######## pwm_cfg_sequencer ########
==> pwm_cfg_sequencer/logic_types.png <==
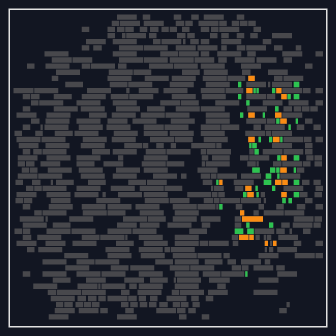

$ cat src/rtl/pwm_cfg_pkg.sv
// Shared types for the PWM configuration sequencer: command codes, FSM states
// and the layout of a buffered host command.
package pwm_cfg_pkg;

   typedef enum logic [1:0] {
      CMD_CFG   = 2'd0,
      CMD_ENA   = 2'd1,
      CMD_BCAST = 2'd2,
      CMD_RSV   = 2'd3
   } cmd_e;

   typedef enum logic [1:0] {
      ST_IDLE   = 2'd0,
      ST_LOAD   = 2'd1,
      ST_SETTLE = 2'd2
   } state_e;

   // wr_data layout: mode in the upper half, duty (or enable mask) in the lower half
   localparam int MODE_MSB = 31;
   localparam int MODE_LSB = 16;
   localparam int DUTY_MSB = 15;
   localparam int DUTY_LSB = 0;

   typedef struct packed {
      cmd_e        cmd;
      logic [3:0]  ch;
      logic [15:0] mode;
      logic [15:0] duty;
   } cmd_t;

   localparam int CMD_W = $bits(cmd_t);

endpackage

$ cat src/rtl/pwm_cmd_fifo.sv
// Registered command FIFO with full/empty flags; DEPTH must be a power of two.
module pwm_cmd_fifo #(
   parameter int WIDTH = 38,
   parameter int DEPTH = 4
) (
   input  logic             clk,
   input  logic             reset,
   input  logic             push,
   input  logic [WIDTH-1:0] din,
   output logic             full,
   input  logic             pop,
   output logic [WIDTH-1:0] dout,
   output logic             empty
);

   localparam int AW = $clog2(DEPTH);

   logic [WIDTH-1:0] mem_q [DEPTH];
   logic [AW:0]      wr_ptr_q, wr_ptr_d;
   logic [AW:0]      rd_ptr_q, rd_ptr_d;
   logic             do_push, do_pop;

   // Extra pointer MSB distinguishes full from empty when the indices match.
   assign empty   = (wr_ptr_q == rd_ptr_q);
   assign full    = (wr_ptr_q[AW] != rd_ptr_q[AW]) && (wr_ptr_q[AW-1:0] == rd_ptr_q[AW-1:0]);
   assign do_push = push && !full;
   assign do_pop  = pop && !empty;
   assign dout    = mem_q[rd_ptr_q[AW-1:0]];

   always_comb begin
      // NOTE: every always_comb output gets a default first so no latch is inferred.
      wr_ptr_d = wr_ptr_q;
      rd_ptr_d = rd_ptr_q;
      if (do_push) wr_ptr_d = wr_ptr_q + (AW+1)'(1);
      if (do_pop)  rd_ptr_d = rd_ptr_q + (AW+1)'(1);
   end

   // NOTE: sequential state uses non-blocking assignments only.
   always_ff @(posedge clk or posedge reset) begin
      if (reset) begin
         wr_ptr_q <= '0;
         rd_ptr_q <= '0;
      end else begin
         wr_ptr_q <= wr_ptr_d;
         rd_ptr_q <= rd_ptr_d;
      end
   end

   // NOTE: storage is not reset; flushing the pointers makes old contents unreachable.
   always_ff @(posedge clk) begin
      if (do_push) mem_q[wr_ptr_q[AW-1:0]] <= din;
   end

endmodule

$ cat src/rtl/pwm_cfg_sequencer.sv
// Buffers host commands and serialises them onto the PWM array's mode/pwm/conf buses.
// Define PWM_CFG_CLAMP_EN to saturate duty at PWM_MAX and flag it with err.
module pwm_cfg_sequencer #(
   parameter int NCH        = 16,
   parameter int FIFO_DEPTH = 4,
   parameter int CONF_HOLD  = 2,
   parameter int PWM_MAX    = 256
) (
   input  logic           clk,
   input  logic           reset,
   input  logic           wr_valid,
   output logic           wr_ready,
   input  logic [1:0]     wr_cmd,
   input  logic [3:0]     wr_ch,
   input  logic [31:0]    wr_data,
   output logic [15:0]    mode,
   output logic [15:0]    pwm,
   output logic [NCH-1:0] conf,
   output logic [NCH-1:0] ce,
   output logic           busy,
   output logic           done,
   output logic           err
);

   import pwm_cfg_pkg::*;

   localparam int HOLD_W = (CONF_HOLD > 1) ? $clog2(CONF_HOLD) : 1;

`ifdef PWM_CFG_CLAMP_EN
   localparam logic CLAMP_EN = 1'b1;
`else
   localparam logic CLAMP_EN = 1'b0;
`endif

   cmd_t             push_cmd, pop_cmd;
   logic [CMD_W-1:0] pop_raw;
   logic             push, pop, full, empty;

   state_e           state_q, state_d;
   logic [15:0]      mode_q, mode_d, pwm_q, pwm_d;
   logic [NCH-1:0]   conf_q, conf_d, ce_q, ce_d;
   logic [HOLD_W-1:0] hold_q, hold_d;
   logic             clamp_q, clamp_d, done_q, done_d, err_q, err_d;

   logic             over_max;
   logic [15:0]      duty_load;
   logic [NCH-1:0]   ch_onehot;

   assign push_cmd = '{cmd:  cmd_e'(wr_cmd),
                       ch:   wr_ch,
                       mode: wr_data[MODE_MSB:MODE_LSB],
                       duty: wr_data[DUTY_MSB:DUTY_LSB]};
   assign wr_ready = !full;
   assign push     = wr_valid && !full;

   pwm_cmd_fifo #(
      .WIDTH (CMD_W),
      .DEPTH (FIFO_DEPTH)
   ) u_fifo (
      .clk   (clk),
      .reset (reset),
      .push  (push),
      .din   (push_cmd),
      .full  (full),
      .pop   (pop),
      .dout  (pop_raw),
      .empty (empty)
   );

   assign pop_cmd   = cmd_t'(pop_raw);
   assign over_max  = pop_cmd.duty > 16'(PWM_MAX);
   assign duty_load = (CLAMP_EN && over_max) ? 16'(PWM_MAX) : pop_cmd.duty;
   assign ch_onehot = NCH'(1) << pop_cmd.ch;

   always_comb begin
      state_d = state_q;
      mode_d  = mode_q;
      pwm_d   = pwm_q;
      conf_d  = conf_q;
      ce_d    = ce_q;
      hold_d  = hold_q;
      clamp_d = clamp_q;
      done_d  = 1'b0;
      err_d   = 1'b0;
      pop     = 1'b0;
      unique case (state_q)
         ST_IDLE: begin
            if (!empty) begin
               pop = 1'b1;
               unique case (pop_cmd.cmd)
                  CMD_CFG, CMD_BCAST: begin
                     mode_d  = pop_cmd.mode;
                     pwm_d   = duty_load;
                     clamp_d = CLAMP_EN && over_max;
                     // Broadcast targets whichever channels are enabled right now.
                     conf_d  = (pop_cmd.cmd == CMD_CFG) ? ch_onehot : ce_q;
                     hold_d  = HOLD_W'(CONF_HOLD - 1);
                     state_d = ST_LOAD;
                  end
                  CMD_ENA: begin
                     ce_d   = pop_cmd.duty[NCH-1:0];
                     done_d = 1'b1;
                  end
                  default: err_d = 1'b1;
               endcase
            end
         end
         ST_LOAD: begin
            if (hold_q == '0) begin
               conf_d  = '0;
               state_d = ST_SETTLE;
            end else begin
               hold_d = hold_q - HOLD_W'(1);
            end
         end
         ST_SETTLE: begin
            done_d  = 1'b1;
            err_d   = clamp_q;
            clamp_d = 1'b0;
            state_d = ST_IDLE;
         end
         default: state_d = ST_IDLE;
      endcase
   end

   always_ff @(posedge clk or posedge reset) begin
      if (reset) begin
         state_q <= ST_IDLE;
         mode_q  <= '0;
         pwm_q   <= '0;
         conf_q  <= '0;
         ce_q    <= '0;
         hold_q  <= '0;
         clamp_q <= 1'b0;
         done_q  <= 1'b0;
         err_q   <= 1'b0;
      end else begin
         state_q <= state_d;
         mode_q  <= mode_d;
         pwm_q   <= pwm_d;
         conf_q  <= conf_d;
         ce_q    <= ce_d;
         hold_q  <= hold_d;
         clamp_q <= clamp_d;
         done_q  <= done_d;
         err_q   <= err_d;
      end
   end

   assign mode = mode_q;
   assign pwm  = pwm_q;
   assign conf = conf_q;
   assign ce   = ce_q;
   assign done = done_q;
   assign err  = err_q;
   assign busy = !empty || (state_q != ST_IDLE);

endmodule

$ cat config.mk
export PLATFORM = sky130hd
export DESIGN_NAME = pwm_cfg_sequencer
export DESIGN_NICKNAME = d
export VERILOG_FILES = /design/src/rtl/pwm_cfg_pkg.sv /design/src/rtl/pwm_cmd_fifo.sv /design/src/rtl/pwm_cfg_sequencer.sv
export SDC_FILE = /design/constraint.sdc
export NUM_CORES = 1
export LEC_CHECK = 0
export CAP_MARGIN = 20
export CORE_UTILIZATION = 45
export DETAILED_ROUTE_END_ITERATION = 8
export PLACE_DENSITY = 0.64
export SETUP_SLACK_MARGIN = 0.2
export SYNTH_ARGS = -nofsm -noshare
export SYNTH_HDL_FRONTEND = slang
export SYNTH_SLANG_ARGS = --single-unit
$ cat constraint.sdc
create_clock -name clk -period 4.52 [get_ports clk]
set_input_delay 1.13 -clock clk [delete_from_list [all_inputs] [get_ports clk]]
set_output_delay 1.13 -clock clk [all_outputs]
set_load 0.01 [all_outputs]
######## serial_adder ########
<file path="config.mk">
export PLATFORM = sky130hd
export DESIGN_NAME = serial_adder
export DESIGN_NICKNAME = d
export VERILOG_FILES = /design/src/rtl/serial_adder.sv
export SDC_FILE = /design/constraint.sdc
export NUM_CORES = 1
export LEC_CHECK = 0
export CAP_MARGIN = 10
export CORE_MARGIN = 5
export CORE_UTILIZATION = 34
export CTS_CLUSTER_DIAMETER = 120
export DETAILED_ROUTE_END_ITERATION = 16
export DONT_BUFFER_PORTS = 1
export SYNTH_ARGS = -nofsm -noshare
export SYNTH_HDL_FRONTEND = slang
export SYNTH_SLANG_ARGS = --single-unit
export TNS_END_PERCENT = 20
</file>
<file path="constraint.sdc">
create_clock -name clk -period 4.5 [get_ports clk]
set_input_delay 0.9 -clock clk [delete_from_list [all_inputs] [get_ports clk]]
set_output_delay 0.9 -clock clk [all_outputs]
set_load 0.01 [all_outputs]
</file>
<file path="src/rtl/serial_adder.sv">
// Bit-serial adder: one full-adder cell and a carry flop, iterated LSB-first over WIDTH clocks.
// Operands load on start; sum/cout are registered and published with a one-cycle done pulse.
module serial_adder #(
  parameter int WIDTH = 8,
  parameter int CNT_W = 6
) (
  input  logic             clk,
  input  logic             rst_n,
  input  logic             start,
  input  logic [WIDTH-1:0] a,
  input  logic [WIDTH-1:0] b,
  input  logic             cin,
  output logic             busy,
  output logic             done,
  output logic [WIDTH-1:0] sum,
  output logic             cout
);

  typedef enum logic [1:0] {
    ST_IDLE  = 2'd0,
    ST_SHIFT = 2'd1,
    ST_DONE  = 2'd2
  } state_t;

  // Returns {carry, sum} of a single full-adder cell.
  function automatic logic [1:0] full_add(input logic x, input logic y, input logic ci);
    full_add = {(x & y) | (ci & (x ^ y)), x ^ y ^ ci};
  endfunction

  state_t           r_state;
  state_t           w_state_nxt;
  logic [WIDTH-1:0] r_sa;
  logic [WIDTH-1:0] r_sb;
  logic [WIDTH-1:0] r_ss;
  logic             r_c;
  logic [CNT_W-1:0] r_cnt;
  logic             r_busy;
  logic             r_done;
  logic [WIDTH-1:0] r_sum;
  logic             r_cout;
  logic [1:0]       w_fa;
  logic             w_last;
  logic             w_load;

  assign w_fa   = full_add(r_sa[0], r_sb[0], r_c);
  assign w_last = (r_cnt == CNT_W'(WIDTH - 1));

  // State register.
  always_ff @(posedge clk or negedge rst_n) begin
    if (!rst_n) begin
      r_state <= ST_IDLE;
    end else begin
      r_state <= w_state_nxt;
    end
  end

  // Next-state decode; a start in DONE is accepted just like in IDLE.
  always_comb begin
    w_state_nxt = r_state;
    w_load      = 1'b0;
    case (r_state)
      ST_IDLE: begin
        if (start) begin
          w_state_nxt = ST_SHIFT;
          w_load      = 1'b1;
        end else begin
          w_state_nxt = ST_IDLE;
        end
      end
      ST_SHIFT: begin
        if (w_last) begin
          w_state_nxt = ST_DONE;
        end else begin
          w_state_nxt = ST_SHIFT;
        end
      end
      ST_DONE: begin
        if (start) begin
          w_state_nxt = ST_SHIFT;
          w_load      = 1'b1;
        end else begin
          w_state_nxt = ST_IDLE;
        end
      end
      default: begin
        w_state_nxt = ST_IDLE;
        w_load      = 1'b0;
      end
    endcase
  end

  // Datapath: operand load, per-bit shift, and result capture on the last bit.
  always_ff @(posedge clk or negedge rst_n) begin
    if (!rst_n) begin
      r_sa   <= '0;
      r_sb   <= '0;
      r_ss   <= '0;
      r_c    <= 1'b0;
      r_cnt  <= '0;
      r_busy <= 1'b0;
      r_done <= 1'b0;
      r_sum  <= '0;
      r_cout <= 1'b0;
    end else begin
      r_done <= 1'b0;
      if (w_load) begin
        r_sa   <= a;
        r_sb   <= b;
        r_c    <= cin;
        r_cnt  <= '0;
        r_ss   <= '0;
        r_busy <= 1'b1;
      end else if (r_state == ST_SHIFT) begin
        r_ss  <= {w_fa[0], r_ss[WIDTH-1:1]};
        r_sa  <= {1'b0, r_sa[WIDTH-1:1]};
        r_sb  <= {1'b0, r_sb[WIDTH-1:1]};
        r_c   <= w_fa[1];
        r_cnt <= r_cnt + CNT_W'(1);
        if (w_last) begin
          r_sum  <= {w_fa[0], r_ss[WIDTH-1:1]};
          r_cout <= w_fa[1];
          r_done <= 1'b1;
          r_busy <= 1'b0;
        end
      end
    end
  end

  assign busy = r_busy;
  assign done = r_done;
  assign sum  = r_sum;
  assign cout = r_cout;

endmodule

</file>
######## cpu_sequencer ########
[config.mk]
export PLATFORM = sky130hd
export DESIGN_NAME = cpu_sequencer
export DESIGN_NICKNAME = d
export VERILOG_FILES = /design/src/rtl/cpu_sequencer.sv
export SDC_FILE = /design/constraint.sdc
export NUM_CORES = 1
export LEC_CHECK = 0
export CAP_MARGIN = 25
export CORE_MARGIN = 2
export CORE_UTILIZATION = 32
export DETAILED_ROUTE_END_ITERATION = 10
export GPL_TIMING_DRIVEN = 0
export PLACE_DENSITY_LB_ADDON = 0.15
export SLEW_MARGIN = 20
export SYNTH_ARGS = -nofsm -noshare
export SYNTH_HDL_FRONTEND = slang
export SYNTH_SLANG_ARGS = --single-unit
[constraint.sdc]
create_clock -name clk -period 2 [get_ports clk]
set_clock_uncertainty 0.15 [all_clocks]
set_input_delay 0.2 -clock clk [delete_from_list [all_inputs] [get_ports clk]]
set_output_delay 0.2 -clock clk [all_outputs]
set_load 0.05 [all_outputs]
[src/rtl/cpu_sequencer.sv]
// cpu_sequencer -- multi-cycle instruction sequencer for simple_cpu.
//
// Fetches an 8-bit opcode, decodes it and steps the datapath through
// IDLE -> FETCH -> DECODE -> EXEC/MEM, using ready-based wait states on
// the instruction and data memories.
//
// Ports:
//   clk          system clock, rising edge
//   rst          synchronous, active-high reset
//   run          level; high allows the next instruction fetch
//   instr[7:0]   opcode from instruction memory (valid with imem_ready)
//   imem_ready   instruction-memory data valid
//   dmem_ready   data-memory access complete
//   imem_req     instruction fetch request
//   ir_load      opcode capture strobe (same cycle as imem_ready)
//   pc_inc       PC += 1 strobe
//   pc_load      PC <= jump target strobe
//   alu_control  one-hot ALU op: 0001/0010/0100/1000 for opcodes 03..06
//   acc_load     accumulator write strobe
//   rd_dmem      data-memory read
//   wr_dmem      data-memory write
//   busy         high in every state except IDLE and HALT
//   halted       high in HALT
//   timeout      sticky watchdog flag
//
// Parameter WAIT_LIMIT (1..255): wait cycles allowed in FETCH or MEM
// before the watchdog halts the sequencer.
//
// Build option: define SEQ_WATCHDOG_EN to compile in the wait watchdog.
// Without it waits are unbounded and timeout is tied to 0.

module cpu_sequencer #(
    parameter int unsigned WAIT_LIMIT = 16
) (
    input  logic       clk,
    input  logic       rst,
    input  logic       run,
    input  logic [7:0] instr,
    input  logic       imem_ready,
    input  logic       dmem_ready,
    output logic       imem_req,
    output logic       ir_load,
    output logic       pc_inc,
    output logic       pc_load,
    output logic [3:0] alu_control,
    output logic       acc_load,
    output logic       rd_dmem,
    output logic       wr_dmem,
    output logic       busy,
    output logic       halted,
    output logic       timeout
);

    if (WAIT_LIMIT == 0 || WAIT_LIMIT > 255) begin : g_bad_wait_limit
        $error("cpu_sequencer: WAIT_LIMIT must be in 1..255");
    end

    typedef enum logic [2:0] {
        S_IDLE,
        S_FETCH,
        S_DECODE,
        S_EXEC,
        S_MEM,
        S_HALT
    } state_t;

    state_t     state;
    state_t     state_next;
    logic [7:0] op;
    logic       wait_expired;

    // Opcode classes used by both decode and execute.
    logic op_is_mem;
    logic op_is_exec;
    logic op_is_halt;
    logic op_is_nop;

    assign op_is_mem  = (op == 8'h00) || (op == 8'h01);
    assign op_is_exec = (op >= 8'h02) && (op <= 8'h06);
    assign op_is_halt = (op == 8'hFF);
    assign op_is_nop  = !(op_is_mem || op_is_exec || op_is_halt);

    // ------------------------------------------------------------------
    // State and opcode registers
    // ------------------------------------------------------------------
    // NOTE: sequential state uses non-blocking assignments so every
    // register samples the pre-edge values of its inputs.
    always_ff @(posedge clk) begin
        if (rst) begin
            state <= S_IDLE;
        end else begin
            state <= state_next;
        end
    end

    always_ff @(posedge clk) begin
        if (rst) begin
            op <= 8'h00;
        end else if (state == S_FETCH && imem_ready) begin
            op <= instr;
        end
    end

    // ------------------------------------------------------------------
    // Optional wait watchdog
    // ------------------------------------------------------------------
`ifdef SEQ_WATCHDOG_EN
    localparam logic [7:0] WAIT_LIMIT_Q = 8'(WAIT_LIMIT);

    logic [7:0] wait_cnt;
    logic       waiting;

    assign waiting      = (state == S_FETCH && !imem_ready) ||
                          (state == S_MEM   && !dmem_ready);
    // A ready arriving on the limit cycle makes waiting low, so it wins.
    assign wait_expired = waiting && (wait_cnt == WAIT_LIMIT_Q);

    always_ff @(posedge clk) begin
        if (rst) begin
            wait_cnt <= 8'd0;
            timeout  <= 1'b0;
        end else begin
            // Clear on entry so every FETCH/MEM visit gets a fresh budget.
            if (state_next != state &&
                (state_next == S_FETCH || state_next == S_MEM)) begin
                wait_cnt <= 8'd0;
            end else if (waiting) begin
                wait_cnt <= wait_cnt + 8'd1;
            end
            if (wait_expired) begin
                timeout <= 1'b1;
            end
        end
    end
`else
    assign wait_expired = 1'b0;
    assign timeout      = 1'b0;
`endif

    // ------------------------------------------------------------------
    // Next-state logic
    // ------------------------------------------------------------------
    // NOTE: every signal written in a combinational block gets a default
    // first, so no path can leave it unassigned and infer a latch.
    always_comb begin
        state_next = state;
        case (state)
            S_IDLE: begin
                if (run) state_next = S_FETCH;
            end
            S_FETCH: begin
                if (imem_ready)        state_next = S_DECODE;
                else if (wait_expired) state_next = S_HALT;
            end
            S_DECODE: begin
                if (op_is_mem)       state_next = S_MEM;
                else if (op_is_exec) state_next = S_EXEC;
                else if (op_is_halt) state_next = S_HALT;
                else                 state_next = run ? S_FETCH : S_IDLE;
            end
            S_EXEC: begin
                state_next = run ? S_FETCH : S_IDLE;
            end
            S_MEM: begin
                if (dmem_ready)        state_next = run ? S_FETCH : S_IDLE;
                else if (wait_expired) state_next = S_HALT;
            end
            S_HALT: begin
                state_next = S_HALT;
            end
            default: begin
                state_next = S_IDLE;
            end
        endcase
    end

    // ------------------------------------------------------------------
    // Output logic (ir_load and the MEM completion strobes are Mealy)
    // ------------------------------------------------------------------
    always_comb begin
        imem_req    = 1'b0;
        ir_load     = 1'b0;
        pc_inc      = 1'b0;
        pc_load     = 1'b0;
        alu_control = 4'b0000;
        acc_load    = 1'b0;
        rd_dmem     = 1'b0;
        wr_dmem     = 1'b0;
        busy        = (state != S_IDLE) && (state != S_HALT);
        halted      = (state == S_HALT);
        case (state)
            S_FETCH: begin
                imem_req = 1'b1;
                ir_load  = imem_ready;
            end
            S_DECODE: begin
                pc_inc = op_is_nop;
            end
            S_EXEC: begin
                case (op)
                    8'h02: pc_load = 1'b1;
                    8'h03: alu_control = 4'b0001;
                    8'h04: alu_control = 4'b0010;
                    8'h05: alu_control = 4'b0100;
                    8'h06: alu_control = 4'b1000;
                    default: ;
                endcase
                if (op >= 8'h03 && op <= 8'h06) begin
                    acc_load = 1'b1;
                    pc_inc   = 1'b1;
                end
            end
            S_MEM: begin
                // Strobe held through the completing cycle.
                rd_dmem = (op == 8'h00);
                wr_dmem = (op == 8'h01);
                if (dmem_ready) begin
                    pc_inc   = 1'b1;
                    acc_load = (op == 8'h00);
                end
            end
            default: ;
        endcase
    end

endmodule

######## bcd_updown_cnt ########
`config.mk`:
```
export PLATFORM = sky130hd
export DESIGN_NAME = bcd_updown_cnt
export DESIGN_NICKNAME = d
export VERILOG_FILES = /design/src/rtl/cnt_pkg.sv /design/src/rtl/bcd_digit.sv /design/src/rtl/bcd_updown_cnt.sv
export SDC_FILE = /design/constraint.sdc
export NUM_CORES = 1
export LEC_CHECK = 0
export ABC_AREA = 1
export CAP_MARGIN = 40
export CORE_MARGIN = 4
export CORE_UTILIZATION = 40
export DETAILED_ROUTE_END_ITERATION = 10
export MAX_ROUTING_LAYER = met4
export PLACE_DENSITY_LB_ADDON = 0.25
export SKIP_CTS_REPAIR_TIMING = 1
export SYNTH_ARGS = -nofsm -noshare
export SYNTH_HDL_FRONTEND = slang
export SYNTH_SLANG_ARGS = --single-unit
```
`constraint.sdc`:
```
create_clock -name clk -period 4.3 [get_ports clk]
set_input_delay 0.645 -clock clk [delete_from_list [all_inputs] [get_ports clk]]
set_output_delay 0.645 -clock clk [all_outputs]
set_load 0.02 [all_outputs]
```
`src/rtl/cnt_pkg.sv`:
```
// Shared BCD types, digit limits and the per-cycle operation encoding
// used by the up/down BCD counter and its digit slice.
package cnt_pkg;

    typedef logic [3:0] bcd_t;

    localparam bcd_t BCD_MAX = 4'd9;

    typedef enum logic [1:0] {
        OP_HOLD,
        OP_UP,
        OP_DN,
        OP_LD
    } cnt_op_t;

    function automatic logic bcd_valid(input bcd_t d);
        return d <= BCD_MAX;
    endfunction

endpackage

```
`src/rtl/bcd_digit.sv`:
```
// One registered BCD digit (0..9) with load, forced wrap value and
// natural up/down stepping; at_max/at_zero feed the neighbouring digit.
module bcd_digit
    import cnt_pkg::*;
(
    input  logic clk,
    input  logic n_rst,
    input  logic up,
    input  logic dn,
    input  logic load,
    input  logic wrap,
    input  bcd_t load_val,
    input  bcd_t wrap_val,
    output bcd_t digit,
    output logic at_max,
    output logic at_zero
);

    bcd_t digit_reg;
    bcd_t digit_next;

    assign at_max  = (digit_reg == BCD_MAX);
    assign at_zero = (digit_reg == 4'd0);
    assign digit   = digit_reg;

    // wrap carries the modulus-dependent value chosen by the owner of the count
    always_comb begin
        digit_next = digit_reg;
        if (load) begin
            digit_next = load_val;
        end else if (wrap) begin
            digit_next = wrap_val;
        end else if (up) begin
            digit_next = at_max ? 4'd0 : digit_reg + 4'd1;
        end else if (dn) begin
            digit_next = at_zero ? BCD_MAX : digit_reg - 4'd1;
        end
    end

    always_ff @(posedge clk) begin
        if (!n_rst) begin
            digit_reg <= 4'd0;
        end else begin
            digit_reg <= digit_next;
        end
    end

endmodule

```
`src/rtl/bcd_updown_cnt.sv`:
```
// Two-digit BCD modulo-MOD up/down counter with parallel load and CA/BO chaining.
// Define BCD_CNT_SAT_EN to make manual INC/DEC saturate instead of wrapping.
module bcd_updown_cnt
    import cnt_pkg::*;
#(
    parameter int MOD    = 60,
    parameter int TENS_W = 3
) (
    input  logic              clk,
    input  logic              n_rst,
    input  logic              CEN,
    input  logic              INC,
    input  logic              DEC,
    input  logic              LOAD,
    input  logic [TENS_W-1:0] LD_TENS,
    input  logic [3:0]        LD_ONES,
    output logic [TENS_W-1:0] tens_place,
    output logic [3:0]        ones_place,
    output logic              CA,
    output logic              BO
);

    localparam logic [TENS_W-1:0] TENS_TOP = TENS_W'((MOD - 1) / 10);
    localparam bcd_t              ONES_TOP = 4'((MOD - 1) % 10);

    logic [TENS_W-1:0] tens_reg;
    logic [TENS_W-1:0] tens_next;
    bcd_t              ones;
    logic              ones_max;
    logic              ones_zero;
    logic              up;
    logic              at_top;
    logic              at_bot;
    logic              ld_ok;
    logic              sat_up;
    logic              sat_dn;
    cnt_op_t           op;

    assign up     = CEN | INC;
    assign at_top = (tens_reg == TENS_TOP) && (ones == ONES_TOP);
    assign at_bot = (tens_reg == '0) && ones_zero;

    // digit-wise range check of the load value against MOD-1
    assign ld_ok = bcd_valid(LD_ONES) &&
                   ((LD_TENS < TENS_TOP) || ((LD_TENS == TENS_TOP) && (LD_ONES <= ONES_TOP)));

`ifdef BCD_CNT_SAT_EN
    // the timebase still wraps; only a purely manual step is clamped
    assign sat_up = INC & ~CEN & at_top;
    assign sat_dn = at_bot;
`else
    assign sat_up = 1'b0;
    assign sat_dn = 1'b0;
`endif

    always_comb begin
        op = OP_HOLD;
        if (LOAD) begin
            op = OP_LD;
        end else if (up && !DEC && !sat_up) begin
            op = OP_UP;
        end else if (DEC && !up && !sat_dn) begin
            op = OP_DN;
        end
    end

    bcd_digit u_ones (
        .clk      (clk),
        .n_rst    (n_rst),
        .up       (op == OP_UP),
        .dn       (op == OP_DN),
        .load     (op == OP_LD),
        .wrap     (((op == OP_UP) && at_top) || ((op == OP_DN) && at_bot)),
        .load_val (ld_ok ? LD_ONES : 4'd0),
        .wrap_val ((op == OP_DN) ? ONES_TOP : 4'd0),
        .digit    (ones),
        .at_max   (ones_max),
        .at_zero  (ones_zero)
    );

    always_comb begin
        tens_next = tens_reg;
        case (op)
            OP_LD: tens_next = ld_ok ? LD_TENS : '0;
            OP_UP: begin
                if (at_top) begin
                    tens_next = '0;
                end else if (ones_max) begin
                    tens_next = tens_reg + TENS_W'(1);
                end
            end
            OP_DN: begin
                if (at_bot) begin
                    tens_next = TENS_TOP;
                end else if (ones_zero) begin
                    tens_next = tens_reg - TENS_W'(1);
                end
            end
            default: tens_next = tens_reg;
        endcase
    end

    always_ff @(posedge clk) begin
        if (!n_rst) begin
            tens_reg <= '0;
        end else begin
            tens_reg <= tens_next;
        end
    end

    assign tens_place = tens_reg;
    assign ones_place = ones;

    // INC deliberately does not qualify CA so manual setting never ripples onward
    assign CA = n_rst & CEN & ~DEC & ~LOAD & at_top;
`ifdef BCD_CNT_SAT_EN
    assign BO = 1'b0;
`else
    assign BO = n_rst & DEC & ~CEN & ~INC & ~LOAD & at_bot;
`endif

endmodule

```

==> notes/layouts.md <==
Pictures saved along the way, in no particular order.

Cell outlines without signal wires.
shot_01.png
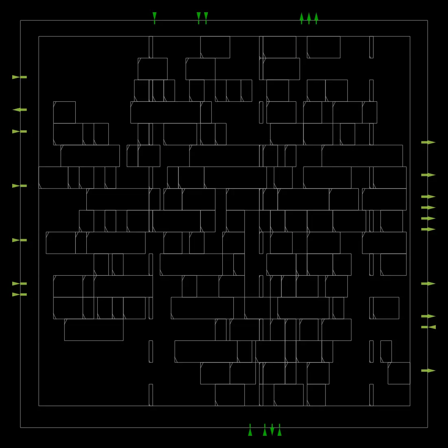
shot_02.png
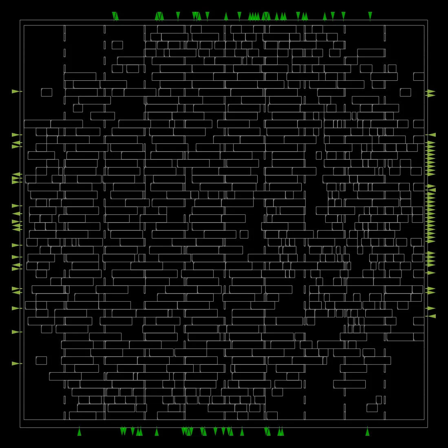
shot_03.png
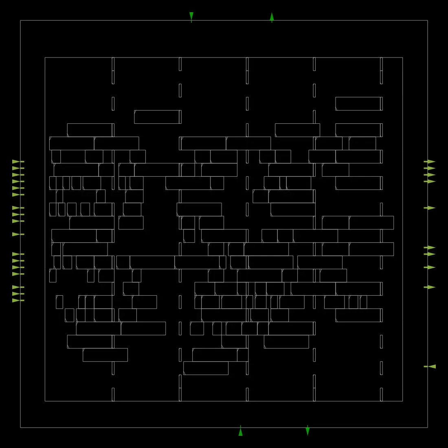
shot_04.png
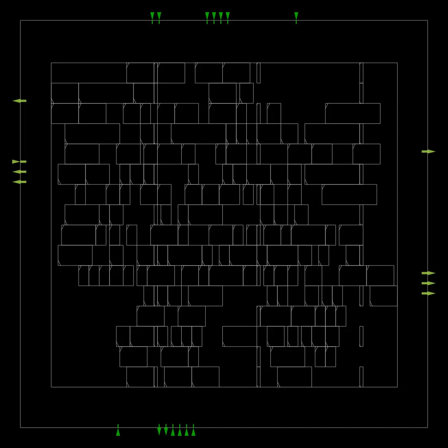
The one with the most sequential cells is shot_02.png.
serial_adder: shot_03.png
pwm_cfg_sequencer: shot_02.png
cpu_sequencer: shot_01.png
bcd_updown_cnt: shot_04.png

==> cpu_sequencer/layer_met2.png <==
Cells faint in the background.
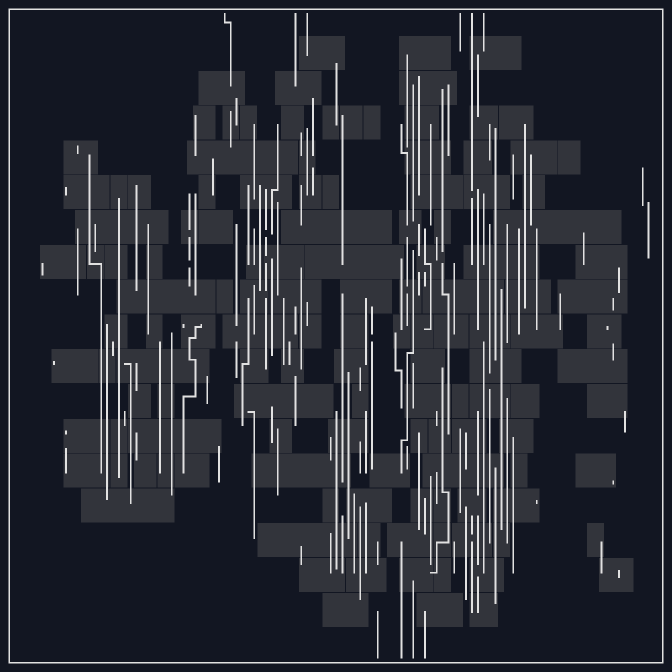
wire length on this layer: 903 um
main direction: vertical
nets with wire on the layer: 114
longest straight run: 21.8 um
share of all routed wire: 51%

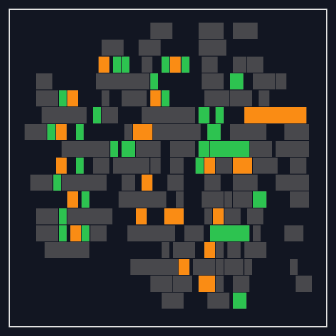
(cpu_sequencer/logic_types.png)
[orange] inverting AOI/OAI gates | cells: 19
[green] NAND gates | cells: 28

==> impl_metrics.csv, cpu_sequencer <==
group,metric,value,unit
finish,area.growth.synth_to_final,64.7,%
placed_design,dp.final_hpwl,1.30,mm
die,fp_util,32.8,%
finish,buffers,34,
clocking,clk_latency,260,ps
logic_synthesis,aoi_share,20.6,%
clocking,cts-buffers-inserted,3,
final_timing,setup_violations,4,
flow_run,drv_cap,0,
logic_synthesis,netlist_instances,98,
finish,flop_area,234,um^2
outcome,status,"finished with violations",
outcome,violations,"setup timing",
logic_synthesis,ys_cells,98,
global_routing,use_met2,23.2,%
critical_path,slowest_delay,540,ps
finish,drive_gt1_share,35.9,%
finish,finalNetCount,145,
clocking,postCtsHoldBufs,0,
power,p_switching,219,uW
route,wirelength,1.76,mm
finish,reg_top3,"op x8, state x3",
final_timing,finalMaxSlewViolations,0,
route,viasPerCell,4.91,
final_timing,setup_slack,-152,ps
final_timing,period_used_share,108,%
power,cellPowerDensity,543,nW/um^2
[cpu_sequencer: path summary, 6_finish.rpt]
check | endpoint | from | cells after the start | slack [ps]
worst max-delay path | acc_load | op[2] | 5 | -150
worst min-delay path | op[1] | instr[1] | 3 | 330
worst max register to register | state[1] | op[2] | 4 | 370
worst min register to register | op[6] | op[6] | 2 | 340
[cpu_sequencer: cells by family (layout without fill, tap and decap cells)]
logic type,after synthesis,after routing
simple gates,54,54
compound gates,22,22
flops,11,11
buf+inv,8,41
xor+xnor,2,2
other cells,1,1
[cpu_sequencer: synth_stat cells, drive strengths merged]
master	instances	area [um^2]
o2bb2ai	1	15.0
clkbuf	1	3.75
and3b	3	27.5
o21bai	1	7.51
a2bb2oi	1	8.76
or3	2	12.5
nor2	9	36.3
a21o	1	7.51
or4	1	11.3
dfxtp	11	220
conb	1	3.75
inv	2	7.51
xor2	1	8.76
a31o	1	8.76
and3	1	6.26
nand3	4	20.0
buf	4	28.8
nand2b	3	18.8
nor3	6	30.0
nand2	19	71.3
o211a	1	10.0
clkinv	1	3.75
nor3b	3	22.5
a21oi	12	63.8
xnor2	1	8.76
nand4	2	12.5
o21ai	4	23.8
nor4	1	6.26
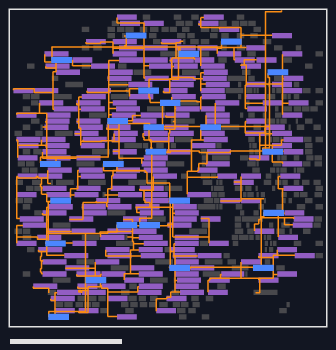
(pwm_cfg_sequencer/clk_routes.png)
The bar under the picture is 50 um long.
[blue] clock drivers | count: 24
[orange] clock wires | length: 2,490 um
[purple] flip-flops | count: 227
routed clock nets: 25
flops lie: all over the die
clk_skew: 10.8 ps
Clock Power Share: 23.7%
total clock network power: 1900 uW
Late-Pin Clk Latency: 510 ps

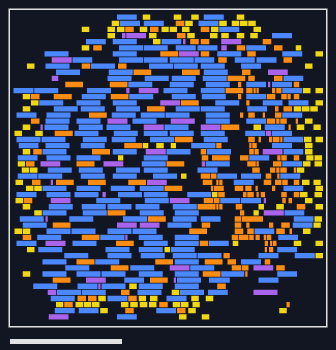
(pwm_cfg_sequencer/placement_by_type.png)
The bar under the picture is 50 um long.
[blue] flops | cells: 227
[purple] clock drivers and dummy loads | cells: 44
[yellow] other buffers and delay cells | cells: 118
[orange] combinational and other logic | cells: 186
Core Box Area: 18,800 um^2
post-route cell area: 10,800 um^2

About pwm_cfg_sequencer/logic_types.png:
[green] NAND gates | cells: 45 | where: right middle
[orange] inverting AOI/OAI gates | cells: 23
most common logic cell in the routed design: edfxtp_1
combinational fraction of the cell area: 19.2%
Post-Layout Cell Count: 809

==> impl_metrics.csv, pwm_cfg_sequencer <==
group,metric,value,unit
power,p_sw_share,31.1,%
final_timing,period_used_share,78.6,%
logic_synthesis,ys_warn_count,0,
worst_hold_path,min_path_cells,1,
die,chipArea,19800,um^2
die,fp-row-count,50,
critical_path,timing.rr.start,"u_fifo.rd_ptr_q[0]",
critical_path,cp_slowest_cell,"dfrtp_4",
die,ios,109,
route,post-route-drc-count,0,
power,top_power_group,"registers",
power,p_leak,0.00382,uW
clocking,clock_path_buffers,3,
critical_path,endpoint_kind,"output port",
outcome,status,"complete, no violations",
critical_path,path_cells,"xnor2_1, nand3_1, clkdlybuf4s50_1",
clocking,clk_pin_slew,60,ps
## pwm_cfg_sequencer: worst max path at each step
stage,slack (ps),to,depth (start not counted)
CTS,970,busy,3
floorplan,1480,ce[0],1
finish,970,wr_ready,3
global route,830,busy,3
global placement,1190,u_fifo.mem_q[1][24],5
detailed placement,1120,u_fifo.mem_q[3][1],5
## pwm_cfg_sequencer: metal layers
layer / GRT usage [%] / vias up / part of all wire, %
met5: 0 / - / 0
met4: 4.63 / 0 / 1.6
li1: - / 1965 / -
met1: 24.2 / 2309 / 43
met2: 30.9 / 118 / 50
met3: 2.85 / 25 / 4.8
## pwm_cfg_sequencer: cell families after synthesis
logic type / synth area share (%)
DFF: 74.5
muxes: 16.3
and+or+nand+nor: 3.62
buffers and inverters: 1.61
AOI/OAI and AO/OA: 2.40
xor gates and xnor gates: 0.811
adders and majority gates: 0.724
## pwm_cfg_sequencer: area by class of cell
| class | instances | area (um^2) |
|---|---|---|
| clock buffers | 30 | 644 |
| fillers | 1464 | 8010 |
| clock inverters | 14 | 130 |
| repair buffers | 118 | 1160 |
| flip-flops and latches | 227 | 6450 |
| inverters | 6 | 23.8 |
| multi-input cells | 180 | 2070 |
| well taps | 234 | 293 |
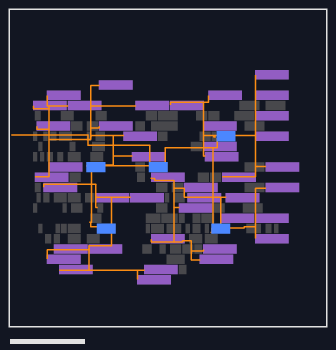
(serial_adder/clk_routes.png)
The bar under the picture is 20 um long.
[purple] flip-flops | count: 43
[orange] clock wires | length: 506 um
[blue] clock drivers | count: 5
routed clock nets: 6

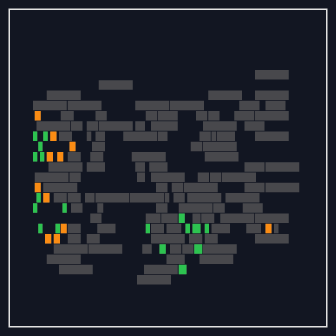
(serial_adder/logic_types.png)
[green] NAND gates | cells: 18
[orange] inverting AOI/OAI gates | cells: 11 | where: left middle
most common logic cell in the routed design: dfrtp_1
combinational fraction of the cell area: 36.2%
Post-Layout Cell Count: 208

==> impl_metrics.csv, serial_adder <==
group,metric,value,unit
finish,buffers,0,
clocking,clock_sinks,43,
worst_hold_path,hold_class,"input port to asynchronous set/reset pin",
clocking,postCtsSetupBuffers,0,
logic_synthesis,area_leaders,"dfrtp_1 (58%), a22o_1 (7.6%), mux2i_1 (7.0%)",
logic_synthesis,synthTopCellsByCount,"dfrtp_1 (43), a22o_1 (16), mux2i_1 (13), nand2_1 (13), o21ai_0 (11)",
global_routing,grt_overflow,0,
final_timing,setup_slack,2330,ps
global_routing,grt_usage,9.88,%
clocking,cts_root_buffer,"clkbuf_8",
final_timing,max_slew_margin,30.8,%
outcome,status,"complete, no violations",
critical_path,critPathRequiredTime,4680,ps
finish,comb_cells,86,
die,core,5200,um^2
finish,drive_gt1_share,15.2,%
==> serial_adder: metal layers <==
metal  routed length, um  vias to the layer above  track usage (%)
li1                    -                      495                -
met4                  37                        0             3.51
met3                 343                        4             5.23
met5                   0                        -                0
met1                1460                      504             12.6
met2                1380                       37             14.2
==> serial_adder: power breakdown <==
part	internal, uW	leakage, uW	switching [uW]	total (uW)
sequential	549	0.000549	145	694
combinational	250	0.000365	205	455
clock	109	0.0000422	125	234
==> serial_adder: cell usage in the layout, fill, tap and decap left out, types with 2 or more instances in the layout <==
master | Yosys | routed
mux2i_1 | 13 | 13
nand3_1 | 2 | 2
a22o_1 | 16 | 16
dfrtp_1 | 43 | 43
xnor2_1 | 2 | 2
o21ai_0 | 11 | 11
nand4_1 | 2 | 2
clkbuf_1 | 1 | 2
clkbuf_8 | 0 | 5
nand2_1 | 13 | 13
mux2_4 | 8 | 8
mux2_2 | 2 | 2
a21o_1 | 6 | 6
==> serial_adder: critical path, delay by kind of cell <==
kind | cells | cell delay, ps
AND-OR/OR-AND | 1 | 320
AND/OR/NAND/NOR | 2 | 1130
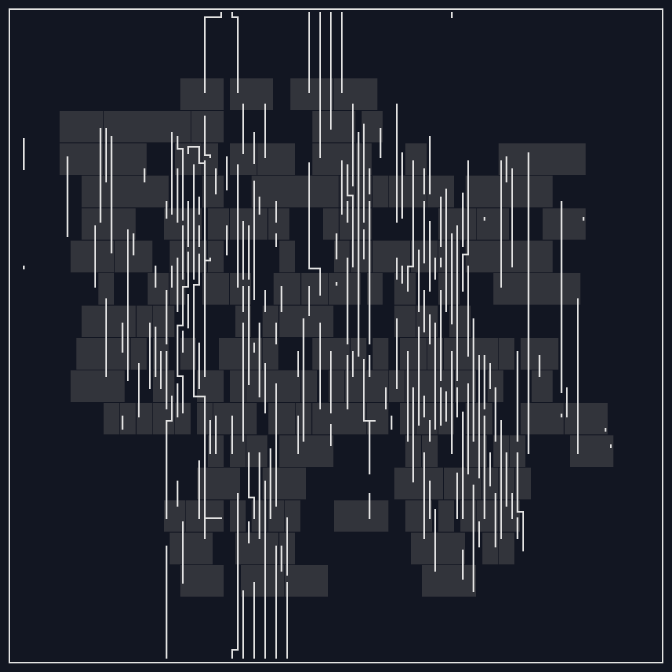
(bcd_updown_cnt/layer_met2.png)
Cells faint in the background.
longest straight run: 25.2 um
nets with wire on the layer: 145

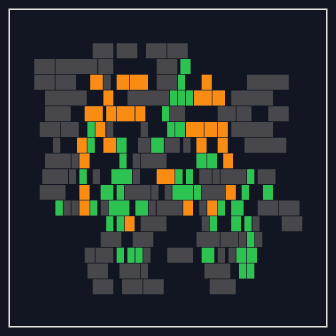
(bcd_updown_cnt/logic_types.png)
[orange] inverting AOI/OAI gates | cells: 28
[green] NAND gates | cells: 46

==> impl_metrics.csv, bcd_updown_cnt <==
group,metric,value,unit
finish,area.growth.synth_to_final,29.7,%
finish,fin_area,1130,um^2
logic_synthesis,ys_types,22,
power,p_leak,0.000505,uW
critical_path,timing.rr.start,"u_ones.digit[0]",
die,ios,22,
global_routing,grt_pass1_vias,845,
logic_synthesis,ys_seq_share,16.1,%
logic_synthesis,most_common_cell,"nand2_1",
power,p_comb_share,52.1,%
worst_hold_path,min_from,"tens_place[1]",
placed_design,dp.final_hpwl,1.66,mm
logic_synthesis,syn_nets,155,
outcome,status,"complete, no violations",
clocking,clk_latency,250,ps
placed_design,dp_slack,1330,ps
flow_run,warnings,35,
final_timing,worst_slew_pin_slew,456,ps
logic_synthesis,edf_count,0,
flow_run,drv_cap,0,
critical_path,crit_path_start,"n_rst",
finish,diodes,0,
power,p_int,182,uW
logic_synthesis,synthTopCellsByCount,"nand2_1 (29), inv_1 (14), ha_1 (12), nand3_1 (9)",
route,vias,889,
-- bcd_updown_cnt: worst max-delay path, stage by stage --
cell	delay, ps
clkdlybuf4s50_1	630
nand2_1	120
nor4b_1	280
clkdlybuf4s50_1	650
-- bcd_updown_cnt: worst paths after layout --
| kind | to | cells past startpoint |
|---|---|---|
| setup / recovery | CA | 4 |
| hold / removal | tens_place[1] | 2 |
| setup reg to reg | tens_place[2] | 10 |
| hold reg to reg | tens_place[1] | 2 |
-- bcd_updown_cnt: final cells by class --
type                       instances  area (um^2)
tap                               27         33.8
timing repair buffer              21          210
clock buffer                       4         26.3
fill                             203          892
multi-input combinational        103          648
sequential                         7          140
inverter                          19         71.3
-- bcd_updown_cnt: layer usage --
metal	up-vias	share of wire, %	GRT usage (%)
met1	395	45	17.2
met3	2	3.4	4.36
met4	0	1.1	6.22
met2	16	50	28.5
li1	476	-	-
met5	-	0	-
-- bcd_updown_cnt: cells by family (layout without fill, tap and decap cells) --
family	Yosys count	in the layout	share of synthesized area [%]
adder cells (fa/ha/maj)	12	12	17.2
XOR/XNOR	4	4	4.02
buffers and inverters	20	44	9.48
AND-OR/OR-AND	29	29	20.3
flip-flops	7	7	16.1
AND/OR/NAND/NOR	58	58	32.9


==> screenshots <==
Placement by cell class.
The bar under the picture is 20 um long.
(a)
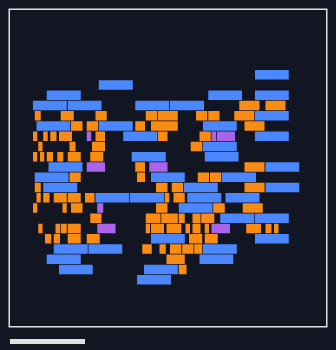
(b)
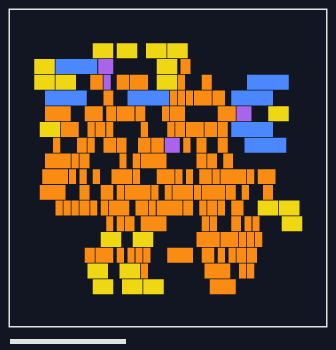
(c)
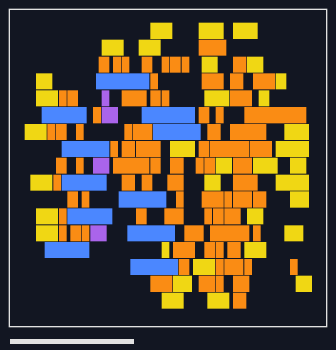
For serial_adder, see (a).
For bcd_updown_cnt, see (b).
For cpu_sequencer, see (c).

No activity file was given, so power comes from the tool's default toggle rates.
